# ---- i2c_reg_sequencer ----
`src/rtl/i2c_reg_sequencer.sv`:
```
// ---------------------------------------------------------------------------
// i2c_reg_sequencer
//
// Purpose: turns one register-access command (7-bit device, register address,
// data) into the byte stream for the byte-level I2C engine, drives the engine
// go/rnw/wdata handshake, checks slave ACKs and returns one response.
//
// Build option: I2C_READ_EN. When defined, register reads run as a
// write phase {dev,0}+reg bytes, STOP, then {dev,1}+received bytes, STOP.
// When undefined, the read path is compiled out, eng_rnw is tied 0 and a
// read command is answered with rsp_err=1 two cycles after accept.
//
// Handshake: a command transfers on a clock edge where cmd_valid and
// cmd_ready are both high; cmd_ready is high only while IDLE. rsp_valid is
// a single-cycle pulse with no backpressure.
//
// Ports:
//   clk, rst                 clock, synchronous active-high reset
//   cmd_valid/cmd_ready      command handshake
//   cmd_rnw/dev/reg/wdata    command fields (reg/data MSB byte first)
//   rsp_valid/err/rdata      response pulse, error flag, read data
//   busy                     accept through response
//   eng_go/rnw/wdata         engine controls
//   eng_done/ack/rdata       engine ACK-phase level, ACK pulse, rx byte
// ---------------------------------------------------------------------------
module i2c_reg_sequencer #(
   parameter logic [15:0] C_CLK_DIVISOR = 16'd2,
   parameter int          C_REG_BYTES   = 2,
   parameter int          C_DATA_BYTES  = 2
) (
   input  logic        clk,
   input  logic        rst,
   input  logic        cmd_valid,
   output logic        cmd_ready,
   input  logic        cmd_rnw,
   input  logic [6:0]  cmd_dev,
   input  logic [15:0] cmd_reg,
   input  logic [15:0] cmd_wdata,
   output logic        rsp_valid,
   output logic        rsp_err,
   output logic [15:0] rsp_rdata,
   output logic        busy,
   output logic        eng_go,
   output logic        eng_rnw,
   output logic [7:0]  eng_wdata,
   input  logic        eng_done,
   input  logic        eng_ack,
   input  logic [7:0]  eng_rdata
);

   typedef enum logic [1:0] {S_IDLE, S_XFER, S_GAP, S_RESP} state_t;

   localparam int LIST_W = 8 * (1 + C_REG_BYTES + C_DATA_BYTES);

   state_t       state_q, state_d;
   logic         cmd_ready_q, cmd_ready_d;
   logic         busy_q, busy_d;
   logic         rsp_valid_q, rsp_valid_d;
   logic         rsp_err_q, rsp_err_d;
   logic [15:0]  rsp_rdata_q, rsp_rdata_d;
   logic         eng_go_q, eng_go_d;
   logic         eng_rnw_q, eng_rnw_d;
   logic [7:0]   eng_wdata_q, eng_wdata_d;
   logic         done_q;
   logic         chk_q, chk_d;       // byte in its ACK phase was transmitted
   logic         err_q, err_d;       // sticky NACK / reject flag
   logic         gap_run_q, gap_run_d;
   logic [16:0]  cnt_q, cnt_d;
   logic [39:0]  tx_q, tx_d;         // bytes still to send, MSB-aligned
   logic [2:0]   left_q, left_d;     // bytes left in the current phase
   logic [15:0]  rdata_q, rdata_d;
`ifdef I2C_READ_EN
   logic         rd_q, rd_d;
   logic         ph2_q, ph2_d;
   logic [6:0]   dev_q, dev_d;
`endif

   logic [LIST_W-1:0] list_w;
   logic [39:0]       tx_init;
   logic              done_rise, done_fall;
   logic              reject, start_ph2;

   // Full write byte list; a read phase 1 simply stops before the data bytes.
   always_comb begin
      list_w  = {cmd_dev, 1'b0, cmd_reg[8*C_REG_BYTES-1:0], cmd_wdata[8*C_DATA_BYTES-1:0]};
      tx_init = 40'(list_w) << (40 - LIST_W);
   end

   always_comb begin
      done_rise = eng_done & ~done_q;
      done_fall = ~eng_done & done_q;
`ifdef I2C_READ_EN
      reject    = 1'b0;
      start_ph2 = rd_q & ~ph2_q;
`else
      reject    = cmd_rnw;
      start_ph2 = 1'b0;
`endif
   end

   always_comb begin
      state_d     = state_q;
      cmd_ready_d = cmd_ready_q;
      busy_d      = busy_q;
      rsp_valid_d = 1'b0;
      rsp_err_d   = 1'b0;
      rsp_rdata_d = 16'h0000;
      eng_go_d    = eng_go_q;
      eng_rnw_d   = eng_rnw_q;
      eng_wdata_d = eng_wdata_q;
      chk_d       = chk_q;
      err_d       = err_q;
      gap_run_d   = gap_run_q;
      cnt_d       = cnt_q;
      tx_d        = tx_q;
      left_d      = left_q;
      rdata_d     = rdata_q;
`ifdef I2C_READ_EN
      rd_d        = rd_q;
      ph2_d       = ph2_q;
      dev_d       = dev_q;
`endif

      // ACK of a transmitted byte is judged in the first cycle eng_done is low.
      if (state_q != S_IDLE && done_fall && chk_q && !eng_ack) begin
         err_d = 1'b1;
      end

      case (state_q)
         S_IDLE: begin
            if (cmd_valid && cmd_ready_q) begin
               cmd_ready_d = 1'b0;
               busy_d      = 1'b1;
               err_d       = 1'b0;
               rdata_d     = 16'h0000;
               chk_d       = 1'b0;
               gap_run_d   = 1'b0;
`ifdef I2C_READ_EN
               rd_d        = cmd_rnw;
               ph2_d       = 1'b0;
               dev_d       = cmd_dev;
`endif
               if (reject) begin
                  // Reuse the GAP countdown to answer two cycles later.
                  state_d   = S_GAP;
                  gap_run_d = 1'b1;
                  cnt_d     = 17'd1;
                  err_d     = 1'b1;
               end else begin
                  state_d     = S_XFER;
                  eng_go_d    = 1'b1;
                  eng_rnw_d   = 1'b0;
                  eng_wdata_d = tx_init[39:32];
                  tx_d        = tx_init << 8;
                  left_d      = cmd_rnw ? 3'(C_REG_BYTES) : 3'(C_REG_BYTES + C_DATA_BYTES);
               end
            end
         end

         S_XFER: begin
            if (done_rise) begin
               chk_d = ~eng_rnw_q;
               if (eng_rnw_q) begin
                  rdata_d = {rdata_q[7:0], eng_rdata};
               end
               if (left_q != 3'd0) begin
                  left_d      = left_q - 3'd1;
                  eng_wdata_d = tx_q[39:32];
                  tx_d        = tx_q << 8;
`ifdef I2C_READ_EN
                  // Everything after {dev,1} in phase 2 is received.
                  if (ph2_q) begin
                     eng_rnw_d   = 1'b1;
                     eng_wdata_d = 8'h00;
                  end
`endif
               end else begin
                  // Last byte of the phase: engine sees go low and issues STOP.
                  eng_go_d  = 1'b0;
                  state_d   = S_GAP;
                  gap_run_d = 1'b0;
               end
            end
         end

         S_GAP: begin
            if (!gap_run_q) begin
               if (done_fall) begin
                  gap_run_d = 1'b1;
                  cnt_d     = 17'(C_CLK_DIVISOR) + 17'd1;
               end
            end else if (cnt_q != 17'd0) begin
               cnt_d = cnt_q - 17'd1;
            end else if (start_ph2) begin
`ifdef I2C_READ_EN
               ph2_d       = 1'b1;
               state_d     = S_XFER;
               eng_go_d    = 1'b1;
               eng_rnw_d   = 1'b0;
               eng_wdata_d = {dev_q, 1'b1};
               left_d      = 3'(C_DATA_BYTES);
`endif
            end else begin
               state_d     = S_RESP;
               eng_rnw_d   = 1'b0;
               rsp_valid_d = 1'b1;
               rsp_err_d   = err_q;
               rsp_rdata_d = rdata_q;
            end
         end

         S_RESP: begin
            state_d     = S_IDLE;
            busy_d      = 1'b0;
            cmd_ready_d = 1'b1;
         end

         default: state_d = S_IDLE;
      endcase
   end

   always_ff @(posedge clk) begin
      if (rst) begin
         state_q     <= S_IDLE;
         cmd_ready_q <= 1'b1;
         busy_q      <= 1'b0;
         rsp_valid_q <= 1'b0;
         rsp_err_q   <= 1'b0;
         rsp_rdata_q <= 16'h0000;
         eng_go_q    <= 1'b0;
         eng_rnw_q   <= 1'b0;
         eng_wdata_q <= 8'h00;
         done_q      <= 1'b0;
         chk_q       <= 1'b0;
         err_q       <= 1'b0;
         gap_run_q   <= 1'b0;
         cnt_q       <= 17'd0;
         tx_q        <= 40'd0;
         left_q      <= 3'd0;
         rdata_q     <= 16'h0000;
`ifdef I2C_READ_EN
         rd_q        <= 1'b0;
         ph2_q       <= 1'b0;
         dev_q       <= 7'd0;
`endif
      end else begin
         state_q     <= state_d;
         cmd_ready_q <= cmd_ready_d;
         busy_q      <= busy_d;
         rsp_valid_q <= rsp_valid_d;
         rsp_err_q   <= rsp_err_d;
         rsp_rdata_q <= rsp_rdata_d;
         eng_go_q    <= eng_go_d;
         eng_rnw_q   <= eng_rnw_d;
         eng_wdata_q <= eng_wdata_d;
         done_q      <= eng_done;
         chk_q       <= chk_d;
         err_q       <= err_d;
         gap_run_q   <= gap_run_d;
         cnt_q       <= cnt_d;
         tx_q        <= tx_d;
         left_q      <= left_d;
         rdata_q     <= rdata_d;
`ifdef I2C_READ_EN
         rd_q        <= rd_d;
         ph2_q       <= ph2_d;
         dev_q       <= dev_d;
`endif
      end
   end

   assign cmd_ready = cmd_ready_q;
   assign busy      = busy_q;
   assign rsp_valid = rsp_valid_q;
   assign rsp_err   = rsp_err_q;
   assign rsp_rdata = rsp_rdata_q;
   assign eng_go    = eng_go_q;
   assign eng_wdata = eng_wdata_q;
`ifdef I2C_READ_EN
   assign eng_rnw   = eng_rnw_q;
`else
   assign eng_rnw   = 1'b0;
`endif

endmodule

```
`config.mk`:
```
export PLATFORM = sky130hd
export DESIGN_NAME = i2c_reg_sequencer
export DESIGN_NICKNAME = d
export VERILOG_FILES = /design/src/rtl/i2c_reg_sequencer.sv
export SDC_FILE = /design/constraint.sdc
export NUM_CORES = 1
export LEC_CHECK = 0
export CAP_MARGIN = 0
export CELL_PAD_IN_SITES_DETAIL_PLACEMENT = 0
export CELL_PAD_IN_SITES_GLOBAL_PLACEMENT = 1
export CORE_UTILIZATION = 39
export DETAILED_ROUTE_END_ITERATION = 8
export MAX_ROUTING_LAYER = met4
export PLACE_DENSITY_LB_ADDON = 0.2
export SLEW_MARGIN = 20
export SYNTH_ARGS = -nofsm -noshare
export SYNTH_HDL_FRONTEND = slang
export SYNTH_SLANG_ARGS = --single-unit
```
`constraint.sdc`:
```
create_clock -name clk -period 3.1 [get_ports clk]
set_input_delay 0.31 -clock clk [delete_from_list [all_inputs] [get_ports clk]]
set_output_delay 0.31 -clock clk [all_outputs]
set_load 0.1 [all_outputs]
```
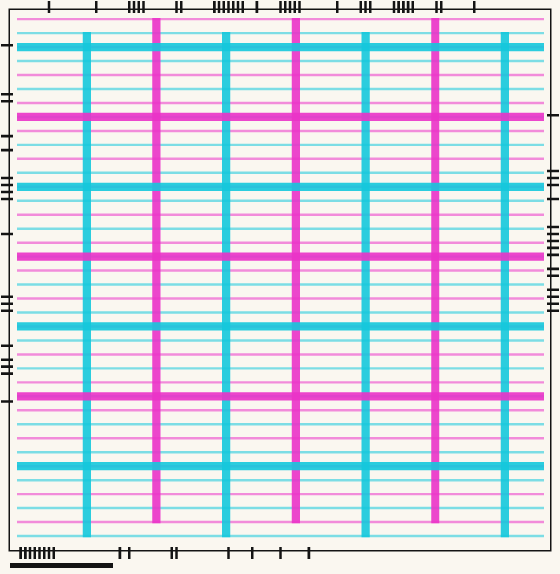
i2c_reg_sequencer/pdn.png
Scale bar: 20 um. Pins as bars on the die edge.
net	colour
VSS	cyan
VDD	magenta
rows	37
met5 straps	7
met4 straps	7

==> results_dict.tcl <==
# collected from the flow reports
set metrics [dict create \
    met2_length_um 3720 \
    regArea_um2 2060 \
    synthSimpleGateAreaFrac 0.205 \
    finalWorstSetupSlack_ps 450 \
    top_regs "tx_q x32, cnt_q x17" \
    net-switching-power_uw 1930 \
    routabilityCongestion 0.771 \
    port_buffers 73 \
    ys_cells 445 \
    yosysSeqAreaShare 0.497 \
    overflow 0 \
    synth-seq-cells 103 \
    routed.top_layer "met4" \
    rrSetupSlack_ps 450 \
    power.total_uw 4750 \
    powerDensity_nw_per_um2 914 \
    h-tree-depth 3 \
    use_met3 0.0318 \
    routed_wl_um 8470 \
    ys_sh_adder 0.0211 \
    end_kind "register" \
    outcome "completed" \
    yosysTopAreaCellShare 0.497 \
    drc_errors 0 \
    ys_types 49 \
]
==> per-stage QoR <==
step	cell area [um^2]	instances
detailed placement	4990	632
global route	5200	648
CTS	5200	648
finish	5200	648
global placement	4990	632
floorplan	4150	445
==> cell type report <==
cell class                 instances  share of cell area
tap                              136              0.0327
sequential                       103               0.397
clock buffer                      10              0.0265
multi-input combinational        301               0.370
inverter                          11             0.00795
clock inverter                     6              0.0132
timing repair buffer              81               0.153
==> worst reg2reg max path: cells and delay by family, from the launching register on <==
family                     cells  cell delay, ps
buffers and inverters          1              80
DFF                            1             340
and+or+nand+nor                5            1980
adders and majority gates      1             180

# ---- cnt_bcd_mod ----
cnt_bcd_mod/final_clocks.png
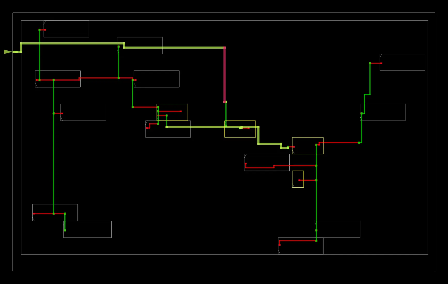
cnt_bcd_mod/met2.png
Scale bar: 20 um.
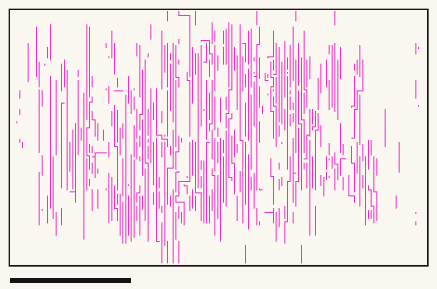
==> src/rtl/cnt_bcd_mod.sv <==
// cnt_bcd_mod: BCD up/down counter modulo MODULUS with validated parallel load
module cnt_bcd_mod #(
   parameter int DIGITS  = 3,
   parameter int MODULUS = 121
) (
   input  logic                  Clk,
   input  logic                  MR,
   input  logic                  EN,
   input  logic                  UP,
   input  logic                  LD,
   input  logic [4*DIGITS-1:0]   D,
   output logic [4*DIGITS-1:0]   Q,
   output logic                  C,
   output logic                  ERR
);
   function automatic logic [4*DIGITS-1:0] to_bcd(input int v);
      logic [4*DIGITS-1:0] r;
      int x;
      x = v;
      r = '0;
      for (int i = 0; i < DIGITS; i++) begin
         r[4*i+:4] = 4'(x % 10);
         x = x / 10;
      end
      return r;
   endfunction
   localparam logic [4*DIGITS-1:0] q_max = to_bcd(MODULUS - 1);
   logic [4*DIGITS-1:0] q_inc, q_dec;
   logic d_ok, term, ld_ok;
   always_comb begin
      logic cy, bw;
      q_inc = Q;
      q_dec = Q;
      d_ok  = 1'b1;
      cy    = 1'b1;
      bw    = 1'b1;
      for (int i = 0; i < DIGITS; i++) begin
         q_inc[4*i+:4] = cy ? ((Q[4*i+:4] == 4'd9) ? 4'd0 : Q[4*i+:4] + 4'd1) : Q[4*i+:4];
         q_dec[4*i+:4] = bw ? ((Q[4*i+:4] == 4'd0) ? 4'd9 : Q[4*i+:4] - 4'd1) : Q[4*i+:4];
         d_ok = d_ok & (D[4*i+:4] <= 4'd9);
         cy   = cy & (Q[4*i+:4] == 4'd9);
         bw   = bw & (Q[4*i+:4] == 4'd0);
      end
   end
   // BCD ordering matches decimal ordering once every digit is valid
   assign ld_ok = d_ok && (D <= q_max);
   assign term  = UP ? (Q == q_max) : (Q == '0);
   assign C     = ~MR & EN & ~LD & term;
   always_ff @(posedge Clk) begin
      if (MR) begin
         Q   <= '0;
         ERR <= 1'b0;
      end else if (LD) begin
         Q   <= ld_ok ? D : '0;
         ERR <= ~ld_ok;
      end else begin
         ERR <= 1'b0;
         if (EN) Q <= term ? (UP ? '0 : q_max) : (UP ? q_inc : q_dec);
      end
   end
endmodule

==> config.mk <==
export PLATFORM = sky130hd
export DESIGN_NAME = cnt_bcd_mod
export DESIGN_NICKNAME = d
export VERILOG_FILES = /design/src/rtl/cnt_bcd_mod.sv
export SDC_FILE = /design/constraint.sdc
export NUM_CORES = 1
export LEC_CHECK = 0
export CAP_MARGIN = 5
export CORE_ASPECT_RATIO = 0.6
export CORE_UTILIZATION = 49
export DETAILED_ROUTE_END_ITERATION = 16
export HOLD_SLACK_MARGIN = 0.12
export PLACE_DENSITY_LB_ADDON = 0.15
export SETUP_SLACK_MARGIN = 0.4
export SLEW_MARGIN = 20
export SYNTH_ARGS = -nofsm -noshare
export SYNTH_HDL_FRONTEND = slang
export SYNTH_SLANG_ARGS = --single-unit
==> constraint.sdc <==
create_clock -name Clk -period 3 [get_ports Clk]
set_input_delay 0.3 -clock Clk [delete_from_list [all_inputs] [get_ports Clk]]
set_output_delay 0.3 -clock Clk [all_outputs]
set_load 0.01 [all_outputs]
==> results_dict.tcl <==
# collected from the flow reports
set metrics [dict create \
    layout_top_cells "clkdlybuf4s50_1 (29), nand2_1 (15), nor2_1 (14)" \
    taps 32 \
    cpPeakStageDelay_ps 490 \
    outcome "completed" \
    synth-seq-cells 13 \
    crit_cells 7 \
    postCtsSetupBuffers 3 \
    hold_viol 0 \
    dieHeight_um 42.1 \
    mux_area_frac 0.0477 \
    fp-row-count 14 \
    required_ps 2700 \
    rsz0062_at_grt "no" \
    lay_top_count "clkdlybuf4s50_1" \
    post_drt_via_cell_ratio 6.42 \
]
About cnt_bcd_mod/final_clocks.png:
Final Skew: 3.55 ps
clock latency (worst-skew pair): 250 ps
flop count: 13
CTS Sinks: 13
Inserted Clock Buffers: 3

About cnt_bcd_mod/met2.png:
nets with wire on the layer	181
share of all routed wire	45%
main direction	vertical
drt total wl: 4150 um
met2 Usage GRT: 0.478
via count: 1502

-- metrics by stage --
stage / utilization / setup slack (ps)
6_report: 0.673 / 559
3_5_place_dp: 0.639 / 325
2_1_floorplan: - / 835
5_1_grt: 0.673 / 514
4_1_cts: 0.673 / 626
3_3_place_gp: 0.639 / 413
-- sequential cells by signal (all words and copies together), names as in the netlist --
| signal | cells |
|---|---|
| ERR | 1 |
| Q | 12 |
-- where the power goes --
part / switching [uW] / total (uW) / internal, uW
Clock: 70.0 / 162 / 91.9
Sequential: 29.4 / 214 / 185
Combinational: 125 / 247 / 122

# ---- acc_alu_flat ----
acc_alu_flat/metal_stack.png
Scale bar: 20 um. Two of the layers only.
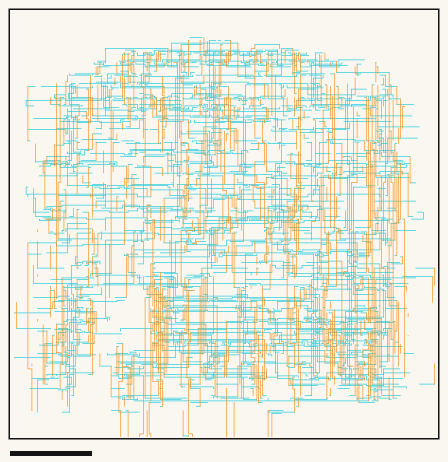
**config.mk**
```make
export PLATFORM = sky130hd
export DESIGN_NAME = acc_alu_flat
export DESIGN_NICKNAME = d
export VERILOG_FILES = /design/src/rtl/alu_pkg.sv /design/src/rtl/acc_alu_if.sv /design/src/rtl/alu_seq_mult.sv /design/src/rtl/acc_alu.sv /design/src/flat_wrapper.sv
export SDC_FILE = /design/constraint.sdc
export NUM_CORES = 1
export LEC_CHECK = 0
export ABC_AREA = 1
export CORE_MARGIN = 4
export CORE_UTILIZATION = 50
export DETAILED_ROUTE_END_ITERATION = 6
export PLACE_DENSITY = 0.69
export SLEW_MARGIN = 20
export SYNTH_ARGS = -nofsm -noshare
export SYNTH_HDL_FRONTEND = slang
export SYNTH_SLANG_ARGS = --single-unit
```
**constraint.sdc**
```tcl
create_clock -name clk -period 4.6 [get_ports clk]
set_input_delay 0.92 -clock clk [delete_from_list [all_inputs] [get_ports clk]]
set_output_delay 0.92 -clock clk [all_outputs]
set_load 0.005 [all_outputs]
```
**src/rtl/alu_pkg.sv**
```systemverilog
// Shared types for the accumulator ALU: FSM state encodings and opcode constants.
package alu_pkg;

    typedef enum logic [1:0] {
        S_OFF       = 2'b00,
        S_READY     = 2'b01,
        S_RUN       = 2'b10,
        S_RUN_ERROR = 2'b11
    } state_t;

    typedef logic [2:0] opcode_t;

    localparam opcode_t OP_AND  = 3'd0;
    localparam opcode_t OP_OR   = 3'd1;
    localparam opcode_t OP_NOT  = 3'd2;
    localparam opcode_t OP_XOR  = 3'd3;
    localparam opcode_t OP_ADD  = 3'd4;
    localparam opcode_t OP_SUB  = 3'd5;
    localparam opcode_t OP_MUL  = 3'd6;
    localparam opcode_t OP_LOAD = 3'd7;

endpackage

```
**src/rtl/acc_alu_if.sv**
```systemverilog
// Op handshake and result/status bundle between the operand front end and the accumulator ALU.
interface acc_alu_if #(
    parameter int WIDTH = 8
);
    logic             en;
    logic             op_valid;
    logic             op_ready;
    logic [2:0]       opcode;
    logic [WIDTH-1:0] operand;
    logic             err_clr;
    logic [WIDTH-1:0] acc_out;
    logic             result_valid;
    logic             error;
    logic [1:0]       state;

    modport master (
        output en, op_valid, opcode, operand, err_clr,
        input  op_ready, acc_out, result_valid, error, state
    );

    modport slave (
        input  en, op_valid, opcode, operand, err_clr,
        output op_ready, acc_out, result_valid, error, state
    );
endinterface

```
**src/rtl/alu_seq_mult.sv**
```systemverilog
// Shift-add multiplier, one multiplier bit per cycle; done_o is high in the cycle before
// the WIDTH-th edge after start, with the final partial sum folded in combinationally.
module alu_seq_mult #(
    parameter int WIDTH = 8
) (
    input  logic               clk,
    input  logic               rst,
    input  logic               start_i,
    input  logic               kill_i,
    input  logic [WIDTH-1:0]   a_i,
    input  logic [WIDTH-1:0]   b_i,
    output logic               busy_o,
    output logic               done_o,
    output logic [2*WIDTH-1:0] product_o
);
    localparam int CNT_W = (WIDTH > 2) ? $clog2(WIDTH) : 1;

    logic               busy_q, busy_d;
    logic [CNT_W-1:0]   cnt_q, cnt_d;
    logic [2*WIDTH-1:0] a_q, a_d;
    logic [WIDTH-1:0]   b_q, b_d;
    logic [2*WIDTH-1:0] prod_q, prod_d;
    logic [2*WIDTH-1:0] step;

    assign step      = b_q[0] ? a_q : '0;
    assign busy_o    = busy_q;
    assign done_o    = busy_q && (cnt_q == CNT_W'(WIDTH - 1));
    assign product_o = prod_q + step;

    always_comb begin
        busy_d = busy_q;
        cnt_d  = cnt_q;
        a_d    = a_q;
        b_d    = b_q;
        prod_d = prod_q;
        if (kill_i) begin
            busy_d = 1'b0;
        end else if (start_i) begin
            busy_d = 1'b1;
            cnt_d  = '0;
            a_d    = {{WIDTH{1'b0}}, a_i};
            b_d    = b_i;
            prod_d = '0;
        end else if (busy_q) begin
            if (done_o) begin
                busy_d = 1'b0;
            end else begin
                prod_d = prod_q + step;
                a_d    = a_q << 1;
                b_d    = b_q >> 1;
                cnt_d  = cnt_q + CNT_W'(1);
            end
        end
    end

    always_ff @(posedge clk or posedge rst) begin
        if (rst) begin
            busy_q <= 1'b0;
            cnt_q  <= '0;
            a_q    <= '0;
            b_q    <= '0;
            prod_q <= '0;
        end else begin
            busy_q <= busy_d;
            cnt_q  <= cnt_d;
            a_q    <= a_d;
            b_q    <= b_d;
            prod_q <= prod_d;
        end
    end
endmodule

```
**src/rtl/acc_alu.sv**
```systemverilog
// Accumulator ALU: single-cycle logic/add/sub/load, WIDTH-cycle MUL; op_ready only in READY with en.
// Overflow wraps by default; build with ALU_SAT_EN to saturate the accumulator instead.
module acc_alu
    import alu_pkg::*;
#(
    parameter int WIDTH = 8
) (
    input  logic      clk,
    input  logic      rst,
    acc_alu_if.slave  bus
);
    state_t           state_q, state_d;
    logic [WIDTH-1:0] acc_q, acc_d;
    logic             rv_q, rv_d;
    logic             err_q, err_d;

    logic             accept;
    logic             mul_start;
    logic             mul_busy;
    logic             mul_done;
    logic [2*WIDTH-1:0] mul_prod;

    logic [WIDTH:0]   sum;
    logic [WIDTH:0]   diff;
    logic [WIDTH-1:0] alu_res;
    logic             alu_ovf;
    logic [WIDTH-1:0] mul_res;
    logic             mul_ovf;

    assign bus.op_ready     = bus.en && (state_q == S_READY);
    assign bus.acc_out      = acc_q;
    assign bus.result_valid = rv_q;
    assign bus.error        = err_q;
    assign bus.state        = state_q;

    assign accept = bus.op_valid && bus.op_ready;
    assign sum    = {1'b0, acc_q} + {1'b0, bus.operand};
    assign diff   = {1'b0, acc_q} - {1'b0, bus.operand};

    // Dropping en kills an in-flight multiply so a stale result never lands after re-power.
    alu_seq_mult #(.WIDTH(WIDTH)) u_mult (
        .clk       (clk),
        .rst       (rst),
        .start_i   (mul_start),
        .kill_i    (!bus.en),
        .a_i       (acc_q),
        .b_i       (bus.operand),
        .busy_o    (mul_busy),
        .done_o    (mul_done),
        .product_o (mul_prod)
    );

    always_comb begin
        alu_res = acc_q;
        alu_ovf = 1'b0;
        case (bus.opcode)
            OP_AND:  alu_res = acc_q & bus.operand;
            OP_OR:   alu_res = acc_q | bus.operand;
            OP_NOT:  alu_res = ~acc_q;
            OP_XOR:  alu_res = acc_q ^ bus.operand;
            OP_ADD: begin
                alu_ovf = sum[WIDTH];
`ifdef ALU_SAT_EN
                alu_res = sum[WIDTH] ? {WIDTH{1'b1}} : sum[WIDTH-1:0];
`else
                alu_res = sum[WIDTH-1:0];
`endif
            end
            OP_SUB: begin
                alu_ovf = diff[WIDTH];
`ifdef ALU_SAT_EN
                alu_res = diff[WIDTH] ? {WIDTH{1'b0}} : diff[WIDTH-1:0];
`else
                alu_res = diff[WIDTH-1:0];
`endif
            end
            OP_LOAD: alu_res = bus.operand;
            default: alu_res = acc_q;
        endcase
    end

    assign mul_ovf = |mul_prod[2*WIDTH-1:WIDTH];
`ifdef ALU_SAT_EN
    assign mul_res = mul_ovf ? {WIDTH{1'b1}} : mul_prod[WIDTH-1:0];
`else
    assign mul_res = mul_prod[WIDTH-1:0];
`endif

    always_comb begin
        state_d   = state_q;
        acc_d     = acc_q;
        rv_d      = 1'b0;
        err_d     = err_q && !bus.err_clr;
        mul_start = 1'b0;
        if (!bus.en) begin
            state_d = S_OFF;
        end else begin
            case (state_q)
                S_OFF:   state_d = S_READY;
                S_READY: begin
                    if (accept) begin
                        if (bus.opcode == OP_MUL) begin
                            mul_start = 1'b1;
                            state_d   = S_RUN;
                        end else begin
                            acc_d = alu_res;
                            rv_d  = 1'b1;
                            if (alu_ovf) begin
                                state_d = S_RUN_ERROR;
                                err_d   = 1'b1;
                            end
                        end
                    end
                end
                S_RUN: begin
                    if (mul_done) begin
                        acc_d   = mul_res;
                        rv_d    = 1'b1;
                        state_d = mul_ovf ? S_RUN_ERROR : S_READY;
                        if (mul_ovf) err_d = 1'b1;
                    end else if (!mul_busy) begin
                        state_d = S_READY;
                    end
                end
                default: state_d = S_READY;
            endcase
        end
    end

    always_ff @(posedge clk or posedge rst) begin
        if (rst) begin
            state_q <= S_OFF;
            acc_q   <= '0;
            rv_q    <= 1'b0;
            err_q   <= 1'b0;
        end else begin
            state_q <= state_d;
            acc_q   <= acc_d;
            rv_q    <= rv_d;
            err_q   <= err_d;
        end
    end
endmodule
```
**src/flat_wrapper.sv**
```systemverilog
// flat-port wrapper written by rule: the top's interface ports become plain ports
module acc_alu_flat import alu_pkg::*;
#(
    parameter int WIDTH = 8
)
  (clk, rst, bus_en, bus_op_valid, bus_opcode, bus_operand, bus_err_clr, bus_op_ready, bus_acc_out, bus_result_valid, bus_error, bus_state);
  acc_alu_if #(.WIDTH(WIDTH)) bus_i ();
  input  logic clk;
  input  logic rst;
  input wire logic [$bits(bus_i.en)-1:0] bus_en;
  input wire logic [$bits(bus_i.op_valid)-1:0] bus_op_valid;
  input wire logic [$bits(bus_i.opcode)-1:0] bus_opcode;
  input wire logic [$bits(bus_i.operand)-1:0] bus_operand;
  input wire logic [$bits(bus_i.err_clr)-1:0] bus_err_clr;
  output wire logic [$bits(bus_i.op_ready)-1:0] bus_op_ready;
  output wire logic [$bits(bus_i.acc_out)-1:0] bus_acc_out;
  output wire logic [$bits(bus_i.result_valid)-1:0] bus_result_valid;
  output wire logic [$bits(bus_i.error)-1:0] bus_error;
  output wire logic [$bits(bus_i.state)-1:0] bus_state;
  assign bus_i.en = bus_en;
  assign bus_i.op_valid = bus_op_valid;
  assign bus_i.opcode = bus_opcode;
  assign bus_i.operand = bus_operand;
  assign bus_i.err_clr = bus_err_clr;
  assign bus_op_ready = bus_i.op_ready;
  assign bus_acc_out = bus_i.acc_out;
  assign bus_result_valid = bus_i.result_valid;
  assign bus_error = bus_i.error;
  assign bus_state = bus_i.state;
  acc_alu #(.WIDTH(WIDTH)) u_core (.clk(clk), .rst(rst), .bus(bus_i));
endmodule
```
==> results_dict.tcl <==
# collected from the flow reports
set metrics [dict create \
    ys_cells 663 \
    ys_async_sr_fraction 1.00 \
    ys_types 40 \
    fillers 881 \
    ir_drop_uv 295 \
    p_leak_uw 0.00282 \
    crit_path_end "u_core.bus.acc_out[4]" \
    dr_total_vias 4295 \
    tritoncts "yes" \
    use_met3 0.0348 \
    fp-row-count 34 \
    grt_max_degree 32 \
    wl_met3_um 478 \
    taps 108 \
    ant_nets 0 \
    outcome "completed" \
    hp-start "u_core.u_mult.prod_q[5]" \
]
About acc_alu_flat/metal_stack.png:
layer	colour	wire length
met2	orange	5640 um
met1	cyan	5810 um

[stage by stage]
stage | power [uW] | instance area (um^2) | hold slack [ps] | utilization
after floorplan | 2040 | 4620 | 448 | -
after global placement | 2480 | 4980 | 465 | 0.563
after detailed placement | 2510 | 4980 | 485 | 0.563
after CTS | 2790 | 5070 | 511 | 0.573
after global routing | 3070 | 5070 | 536 | 0.573
final | 2790 | 5070 | 509 | 0.573
[power breakdown]
part	total (uW)	internal (uW)	switching, uW	leakage [uW]
Clock	274	109	165	0.0000414
Sequential	875	688	187	0.000709
Combinational	1640	640	999	0.00207
Total	2790	1440	1350	0.00282

# ---- trace_capture ----
<file path="src/rtl/trace_pkg.sv">
`default_nettype none
// +----------------------------------------------------------------------+
// | trace_pkg: shared state encoding and size defaults for trace capture |
// | Rev 1.0                                                              |
// +----------------------------------------------------------------------+
package trace_pkg;

  localparam int C_WIDTH = 16;
  localparam int C_DEPTH = 16;

  typedef enum logic [1:0] {
    ST_IDLE = 2'd0,
    ST_PRE  = 2'd1,
    ST_POST = 2'd2,
    ST_READ = 2'd3
  } state_t;

endpackage
`default_nettype wire

</file>
<file path="src/rtl/trace_mem.sv">
`default_nettype none
// +----------------------------------------------------------------------+
// | trace_mem: DEPTH x WIDTH flop array, sync write, async read          |
// | Rev 1.0                                                              |
// +----------------------------------------------------------------------+
module trace_mem
  import trace_pkg::*;
#(
  parameter int WIDTH = C_WIDTH,
  parameter int DEPTH = C_DEPTH,
  localparam int AW = $clog2(DEPTH)
) (
  input  logic             clk,
  input  logic             i_wr_en,
  input  logic [AW-1:0]    i_wr_addr,
  input  logic [WIDTH-1:0] i_wr_data,
  input  logic [AW-1:0]    i_rd_addr,
  output logic [WIDTH-1:0] o_rd_data
);

  // Contents are deliberately unreset; validity is tracked by the fill count.
  logic [WIDTH-1:0] r_mem [DEPTH];

  always_ff @(posedge clk) begin
    if (i_wr_en) begin
      r_mem[i_wr_addr] <= i_wr_data;
    end
  end

  assign o_rd_data = r_mem[i_rd_addr];

endmodule
`default_nettype wire

</file>
<file path="src/rtl/trace_capture.sv">
`default_nettype none
// +----------------------------------------------------------------------+
// | trace_capture: triggered pre/post sample capture with stream readout |
// | Rev 1.0                                                              |
// +----------------------------------------------------------------------+
module trace_capture
  import trace_pkg::*;
#(
  parameter int WIDTH = C_WIDTH,
  parameter int DEPTH = C_DEPTH,
  localparam int AW = $clog2(DEPTH)
) (
  input  logic             CLK,
  input  logic             RST,
  input  logic [WIDTH-1:0] probe,
  input  logic             probe_valid,
  input  logic             arm,
  input  logic             abort,
  input  logic [WIDTH-1:0] trig_value,
  input  logic [WIDTH-1:0] trig_mask,
  input  logic [AW-1:0]    post_count,
  input  logic             rd_ready,
  output logic             rd_valid,
  output logic [WIDTH-1:0] rd_data,
  output logic             rd_last,
  output logic [AW-1:0]    trig_index,
  output logic             busy
);

  localparam logic [AW-1:0] C_PTR_ONE  = AW'(1);
  localparam logic [AW:0]   C_FILL_ONE = (AW+1)'(1);
  localparam logic [AW:0]   C_FULL     = (AW+1)'(DEPTH);

  state_t           r_state;
  state_t           w_next_state;

  logic [AW-1:0]    r_wr_ptr;
  logic [AW:0]      r_fill;
  logic [WIDTH-1:0] r_trig_value;
  logic [WIDTH-1:0] r_trig_mask;
  logic [AW-1:0]    r_post_rem;
  logic [AW-1:0]    r_trig_slot;
  logic [AW-1:0]    r_rd_idx;

  logic             w_hit;
  logic             w_wr_en;
  logic             w_arm_go;
  logic             w_rd_xfer;
  logic             w_full;
  logic             w_last;
  logic [AW-1:0]    w_oldest;
  logic [AW-1:0]    w_rd_addr;
  logic [WIDTH-1:0] w_mem_rd_data;

  // A zero mask bit makes that bit a don't-care; an all-zero mask always hits.
  assign w_hit     = ((probe ^ r_trig_value) & r_trig_mask) == '0;
  assign w_arm_go  = (r_state == ST_IDLE) && arm && !abort;
  assign w_full    = (r_fill == C_FULL);
  // Once the buffer has wrapped, the oldest sample sits where the next write would go.
  assign w_oldest  = w_full ? r_wr_ptr : '0;
  assign w_rd_addr = w_oldest + r_rd_idx;
  assign w_last    = ({1'b0, r_rd_idx} == (r_fill - C_FILL_ONE));
  assign w_rd_xfer = rd_valid && rd_ready;

  always_ff @(posedge CLK or negedge RST) begin
    if (!RST) begin
      r_state <= ST_IDLE;
    end else begin
      r_state <= w_next_state;
    end
  end

  always_comb begin
    w_next_state = r_state;
    case (r_state)
      ST_IDLE: begin
        if (arm) begin
          w_next_state = ST_PRE;
        end
      end
      ST_PRE: begin
        if (probe_valid && w_hit) begin
          w_next_state = (r_post_rem == '0) ? ST_READ : ST_POST;
        end
      end
      ST_POST: begin
        if (probe_valid && (r_post_rem == C_PTR_ONE)) begin
          w_next_state = ST_READ;
        end
      end
      ST_READ: begin
        if (w_rd_xfer && w_last) begin
          w_next_state = ST_IDLE;
        end
      end
      default: w_next_state = ST_IDLE;
    endcase
    if (abort) begin
      w_next_state = ST_IDLE;
    end
  end

  always_comb begin
    busy     = 1'b0;
    rd_valid = 1'b0;
    w_wr_en  = 1'b0;
    case (r_state)
      ST_PRE, ST_POST: begin
        busy    = 1'b1;
        w_wr_en = probe_valid && !abort;
      end
      ST_READ: begin
        busy     = 1'b1;
        rd_valid = 1'b1;
      end
      default: begin
        busy = 1'b0;
      end
    endcase
    rd_last    = rd_valid && w_last;
    rd_data    = rd_valid ? w_mem_rd_data : '0;
    trig_index = rd_valid ? (r_trig_slot - w_oldest) : '0;
  end

  always_ff @(posedge CLK or negedge RST) begin
    if (!RST) begin
      r_wr_ptr     <= '0;
      r_fill       <= '0;
      r_trig_value <= '0;
      r_trig_mask  <= '0;
      r_post_rem   <= '0;
      r_trig_slot  <= '0;
      r_rd_idx     <= '0;
    end else begin
      if (w_arm_go) begin
        r_trig_value <= trig_value;
        r_trig_mask  <= trig_mask;
        r_post_rem   <= post_count;
        r_wr_ptr     <= '0;
        r_fill       <= '0;
        r_rd_idx     <= '0;
      end
      if (w_wr_en) begin
        r_wr_ptr <= r_wr_ptr + C_PTR_ONE;
        if (!w_full) begin
          r_fill <= r_fill + C_FILL_ONE;
        end
        if ((r_state == ST_PRE) && w_hit) begin
          r_trig_slot <= r_wr_ptr;
        end
        if (r_state == ST_POST) begin
          r_post_rem <= r_post_rem - C_PTR_ONE;
        end
      end
      if (w_rd_xfer && !w_last) begin
        r_rd_idx <= r_rd_idx + C_PTR_ONE;
      end
    end
  end

  trace_mem #(
    .WIDTH (WIDTH),
    .DEPTH (DEPTH)
  ) u_mem (
    .clk       (CLK),
    .i_wr_en   (w_wr_en),
    .i_wr_addr (r_wr_ptr),
    .i_wr_data (probe),
    .i_rd_addr (w_rd_addr),
    .o_rd_data (w_mem_rd_data)
  );

endmodule
`default_nettype wire

</file>
<file path="config.mk">
export PLATFORM = sky130hd
export DESIGN_NAME = trace_capture
export DESIGN_NICKNAME = d
export VERILOG_FILES = /design/src/rtl/trace_pkg.sv /design/src/rtl/trace_mem.sv /design/src/rtl/trace_capture.sv
export SDC_FILE = /design/constraint.sdc
export NUM_CORES = 1
export LEC_CHECK = 0
export CORE_MARGIN = 2
export CORE_UTILIZATION = 56
export DETAILED_ROUTE_END_ITERATION = 7
export GPL_TIMING_DRIVEN = 0
export PLACE_DENSITY = 0.73
export SYNTH_ARGS = -nofsm -noshare
export SYNTH_HDL_FRONTEND = slang
export SYNTH_SLANG_ARGS = --single-unit
</file>
<file path="constraint.sdc">
create_clock -name CLK -period 4.83 [get_ports CLK]
set_input_delay 0.966 -clock CLK [delete_from_list [all_inputs] [get_ports CLK]]
set_output_delay 0.966 -clock CLK [all_outputs]
set_load 0.01 [all_outputs]
</file>
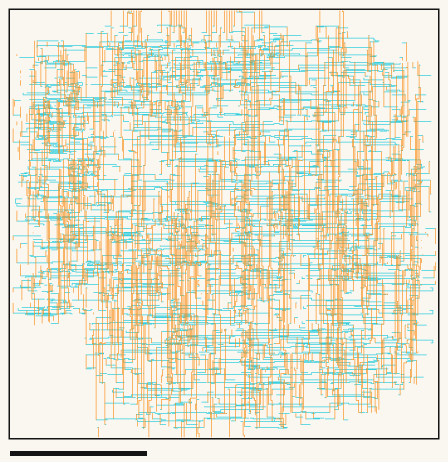
trace_capture/metal_stack.png
Scale bar: 50 um. Two of the layers only.
layer	colour	wire length
met1	cyan	11600 um
met2	orange	14300 um

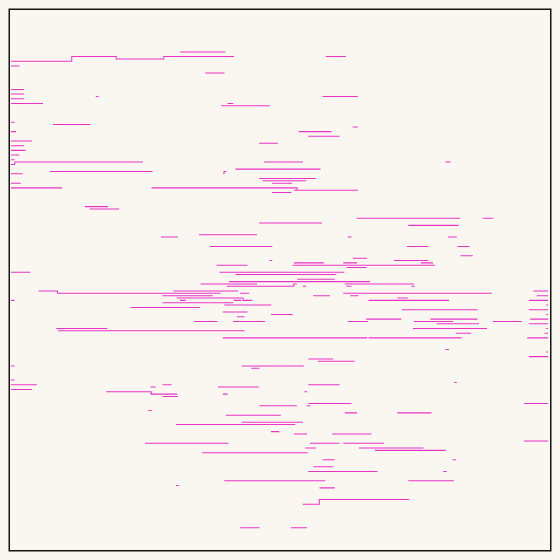
trace_capture/met3.png
nets with wire on the layer	114
main direction	horizontal
drt total wl: 28400 um
met3 global-route usage: 0.0366
via count: 7443

==> results_dict.tcl <==
# collected from the flow reports
set metrics [dict create \
    logic_area_um2 3840 \
    p_leak_uw 0.00573 \
    first_global_vias 7377 \
    post_cts_resize_count 57 \
    gr-usage-met1 0.332 \
    drive_gt1_frac 0.169 \
    inv_count 15 \
    ios 81 \
    synth-seq-cells 311 \
    required_ps 3860 \
    core-area_um2 22800 \
    grt.met2_usage 0.397 \
    dieHeight_um 157 \
    maxCapViolations 0 \
    outcome "completed" \
    finalCritPeriodShare 0.983 \
    xor_share 0.0215 \
    fin_skew_ps 9.08 \
    crit_start "r_fill[1]" \
    topCellsByArea "edfxtp_1 (59%), mux4_2 (11%), dfrtp_1 (11%)" \
    p_int_uw 5140 \
]
-- through the flow --
stage | TNS (ps) | utilization | hold WS, ps | cell area (um^2) | worst slack [ps]
after global placement | -12670 | 0.625 | 459 | 14200 | -845
after CTS | -325 | 0.677 | 365 | 15400 | -76.7
after global routing | -13.9 | 0.680 | 392 | 15500 | -11.6
final | 0 | 0.680 | 366 | 15500 | 83.9
after detailed placement | -13310 | 0.626 | 464 | 14300 | -911
after floorplan | 0 | - | 446 | 13100 | 554

# ---- mul_mac ----
mul_mac/metal_stack.png
Scale bar: 20 um. Two of the layers only.
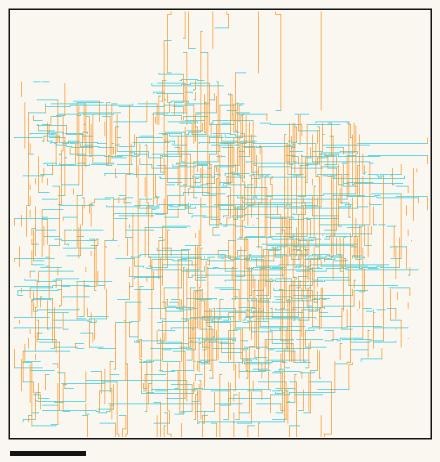
## src/rtl/mul_mac.sv

```systemverilog
// -----------------------------------------------------------------------------
// mul_mac -- sequencing front-end and accumulator for the 8x8 add-shift
// sequential multiplier.
//
// Accepts 8-bit operand pairs over a valid/ready handshake, issues each pair to
// the external multiplier with a one-cycle start pulse, waits for the
// multiplier's done flag and adds the 16-bit product into an ACC_W-bit
// accumulator. After the pair flagged as last has been accumulated, the sum is
// presented over a valid/ready output handshake and cleared when consumed.
//
// Handshake rule (both sides): a transfer happens on a rising clk edge where
// valid and ready are both high. A producer holds its payload stable while
// valid is high and ready is low. in_ready is high only in IDLE. acc_valid is
// high only in OUT, and acc_ready has no effect anywhere else.
//
// Optional feature macro: MUL_MAC_SAT_EN
//   defined   -> on carry out the accumulator saturates to all-ones and stays
//                there until the sum is consumed.
//   undefined -> the accumulator wraps modulo 2^ACC_W.
//   acc_ovf is set on carry out in both builds.
//
// Parameters:
//   ACC_W      accumulator width in bits, legal range 16..32 (default 24)
//
// Ports:
//   clk        in   1      system clock, rising edge
//   rst        in   1      asynchronous, active-high reset
//   in_valid   in   1      operand pair valid
//   in_ready   out  1      pair can be accepted (IDLE only)
//   in_a       in   8      multiplicand
//   in_b       in   8      multiplier
//   in_last    in   1      pair is the final term of the current sum
//   mul_a      out  8      operand A to multiplier, held from accept to accept
//   mul_b      out  8      operand B to multiplier, same timing as mul_a
//   mul_start  out  1      one-cycle start pulse to multiplier
//   mul_c      in   16     multiplier product
//   mul_done   in   1      multiplier idle/finished flag (high when idle)
//   acc_valid  out  1      accumulated sum valid
//   acc_ready  in   1      consumer accepts sum
//   acc        out  ACC_W  accumulated sum
//   acc_ovf    out  1      sticky carry-out flag for the current sum
// -----------------------------------------------------------------------------
module mul_mac #(
    parameter int ACC_W = 24
) (
    input  logic             clk,
    input  logic             rst,
    input  logic             in_valid,
    output logic             in_ready,
    input  logic [7:0]       in_a,
    input  logic [7:0]       in_b,
    input  logic             in_last,
    output logic [7:0]       mul_a,
    output logic [7:0]       mul_b,
    output logic             mul_start,
    input  logic [15:0]      mul_c,
    input  logic             mul_done,
    output logic             acc_valid,
    input  logic             acc_ready,
    output logic [ACC_W-1:0] acc,
    output logic             acc_ovf
);

    typedef enum logic [1:0] {
        S_IDLE  = 2'd0,
        S_START = 2'd1,
        S_WAIT  = 2'd2,
        S_OUT   = 2'd3
    } state_t;

    // Current FSM state; kept as a named signal so checkers can bind to it.
    state_t state;
    logic   last_r;

    // One extra bit on the sum captures the carry out of the accumulator.
    logic [ACC_W:0]   sum_ext;
    logic             carry;
    logic [ACC_W-1:0] acc_next;

    assign sum_ext = {1'b0, acc} + {{(ACC_W - 15){1'b0}}, mul_c};
    assign carry   = sum_ext[ACC_W];

`ifdef MUL_MAC_SAT_EN
    // Once saturated, any further add carries again, so all-ones is sticky.
    assign acc_next = carry ? {ACC_W{1'b1}} : sum_ext[ACC_W-1:0];
`else
    assign acc_next = sum_ext[ACC_W-1:0];
`endif

    assign in_ready = (state == S_IDLE);

    always_ff @(posedge clk or posedge rst) begin
        if (rst) begin
            state     <= S_IDLE;
            last_r    <= 1'b0;
            mul_a     <= 8'd0;
            mul_b     <= 8'd0;
            mul_start <= 1'b0;
            acc       <= '0;
            acc_ovf   <= 1'b0;
            acc_valid <= 1'b0;
        end else begin
            case (state)
                S_IDLE: begin
                    if (in_valid) begin
                        mul_a     <= in_a;
                        mul_b     <= in_b;
                        last_r    <= in_last;
                        mul_start <= 1'b1;
                        state     <= S_START;
                    end
                end

                // The multiplier still reports idle during this cycle, so
                // mul_done is deliberately not looked at here.
                S_START: begin
                    mul_start <= 1'b0;
                    state     <= S_WAIT;
                end

                S_WAIT: begin
                    if (mul_done) begin
                        acc     <= acc_next;
                        acc_ovf <= acc_ovf | carry;
                        if (last_r) begin
                            acc_valid <= 1'b1;
                            state     <= S_OUT;
                        end else begin
                            state <= S_IDLE;
                        end
                    end
                end

                S_OUT: begin
                    if (acc_ready) begin
                        acc       <= '0;
                        acc_ovf   <= 1'b0;
                        acc_valid <= 1'b0;
                        state     <= S_IDLE;
                    end
                end

                default: begin
                    state <= S_IDLE;
                end
            endcase
        end
    end

endmodule
```

## config.mk

```make
export PLATFORM = sky130hd
export DESIGN_NAME = mul_mac
export DESIGN_NICKNAME = d
export VERILOG_FILES = /design/src/rtl/mul_mac.sv
export SDC_FILE = /design/constraint.sdc
export NUM_CORES = 1
export LEC_CHECK = 0
export CELL_PAD_IN_SITES_DETAIL_PLACEMENT = 1
export CELL_PAD_IN_SITES_GLOBAL_PLACEMENT = 2
export CORE_AREA = 2 2 109 111
export DETAILED_ROUTE_END_ITERATION = 10
export DIE_AREA = 0 0 111 113
export PLACE_DENSITY = 0.77
export SYNTH_ARGS = -nofsm -noshare
export SYNTH_HDL_FRONTEND = slang
export SYNTH_SLANG_ARGS = --single-unit
```

## constraint.sdc

```tcl
create_clock -name clk -period 2.1 [get_ports clk]
set_clock_uncertainty 0.15 [all_clocks]
set_input_delay 0.21 -clock clk [delete_from_list [all_inputs] [get_ports clk]]
set_output_delay 0.21 -clock clk [all_outputs]
set_load 0.005 [all_outputs]
```

==> results_dict.tcl <==
# collected from the flow reports
set metrics [dict create \
    syn_avg_cell_area_um2 9.79 \
    finalWorstSetupSlack_ps -168 \
    setup_viol_count_final 7 \
    first_global_vias 3232 \
    cts_buffer_depth 2 \
    cp.arrival_ps 2300 \
    violations "setup timing" \
    clkPwrFrac 0.122 \
    antenna_found_initial 1 \
    top_cells_by_count "dfrtp_1 (46), nand2_1 (34), a21oi_1 (22), o21ai_0 (19), mux2_2 (17)" \
    min_path_type "in2async" \
    regArea_um2 1150 \
    worst_r2r_startpoint "acc[0]" \
    logic_gates 225 \
    cpPeakStageDelay_ps 420 \
    topCombFamilyByArea "AND-OR/OR-AND gates" \
    clk_share 0.0284 \
    tightest_slew_ps 411 \
    path_class "reg2reg" \
    required_ps 2130 \
    dr_total_vias 2910 \
    xor_share 0.0305 \
    outcome "complete, but fails checks" \
    die-width_um 111 \
    synth_top_flop_cell "dfrtp_1" \
    overflow 0 \
    logic_area_um2 2010 \
    largest_reg_flops 24 \
    gr-usage-met1 0.185 \
]
## Picture notes: mul_mac/metal_stack.png
layer	colour	wire length
met1	cyan	4090 um
met2	orange	5120 um

[through the flow]
| stage | TNS (ps) | setup WS [ps] | instance area (um^2) | hold WS (ps) | total power [uW] |
|---|---|---|---|---|---|
| after floorplan | -62.5 | -62.5 | 2880 | 212 | 3200 |
| after global placement | -5570 | -418 | 4350 | 337 | 5070 |
| after detailed placement | -6330 | -473 | 4350 | 329 | 5170 |
| after CTS | -773 | -160 | 4770 | 136 | 6380 |
| after global routing | -1420 | -271 | 5020 | 159 | 7240 |
| final | -589 | -168 | 5020 | 114 | 6720 |


==> screenshots <==
Supply network.
shot_01.png
Scale bar: 20 um. Pins as bars on the die edge.
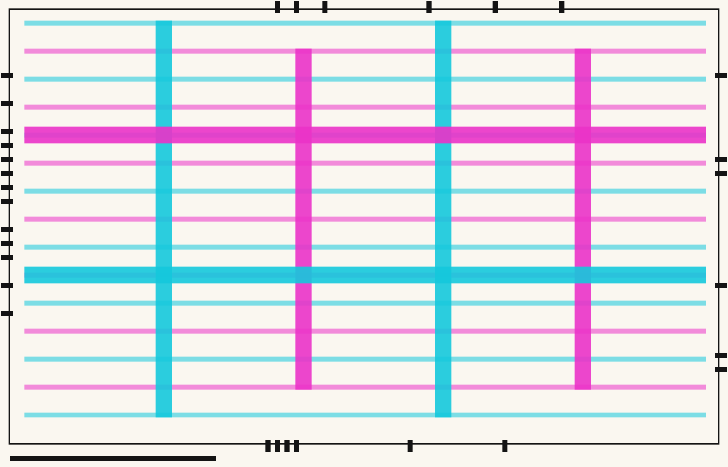
shot_02.png
Scale bar: 20 um. Pins as bars on the die edge.
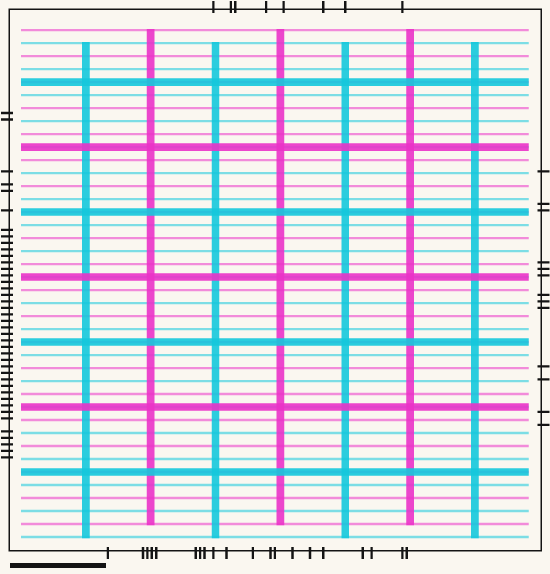
shot_03.png
Scale bar: 20 um. Pins as bars on the die edge.
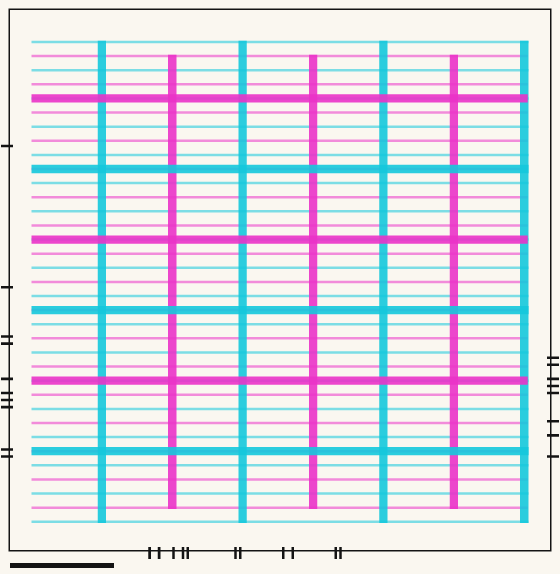
shot_04.png
Scale bar: 50 um. Pins as bars on the die edge.
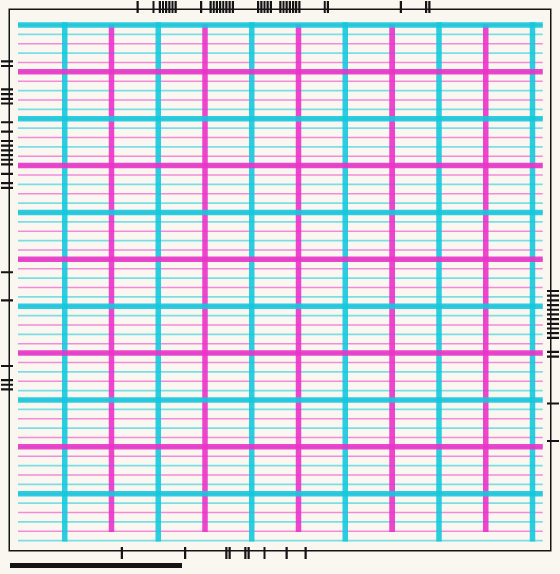
The one with the smallest die is shot_01.png.
The one with the largest die is shot_04.png.
cnt_bcd_mod: shot_01.png
trace_capture: shot_04.png
mul_mac: shot_02.png
acc_alu_flat: shot_03.png

Key to shot_04.png:
net	colour
VSS	cyan
VDD	magenta
met1 rails	56
rows	55

Power and IR drop assume default switching activity.
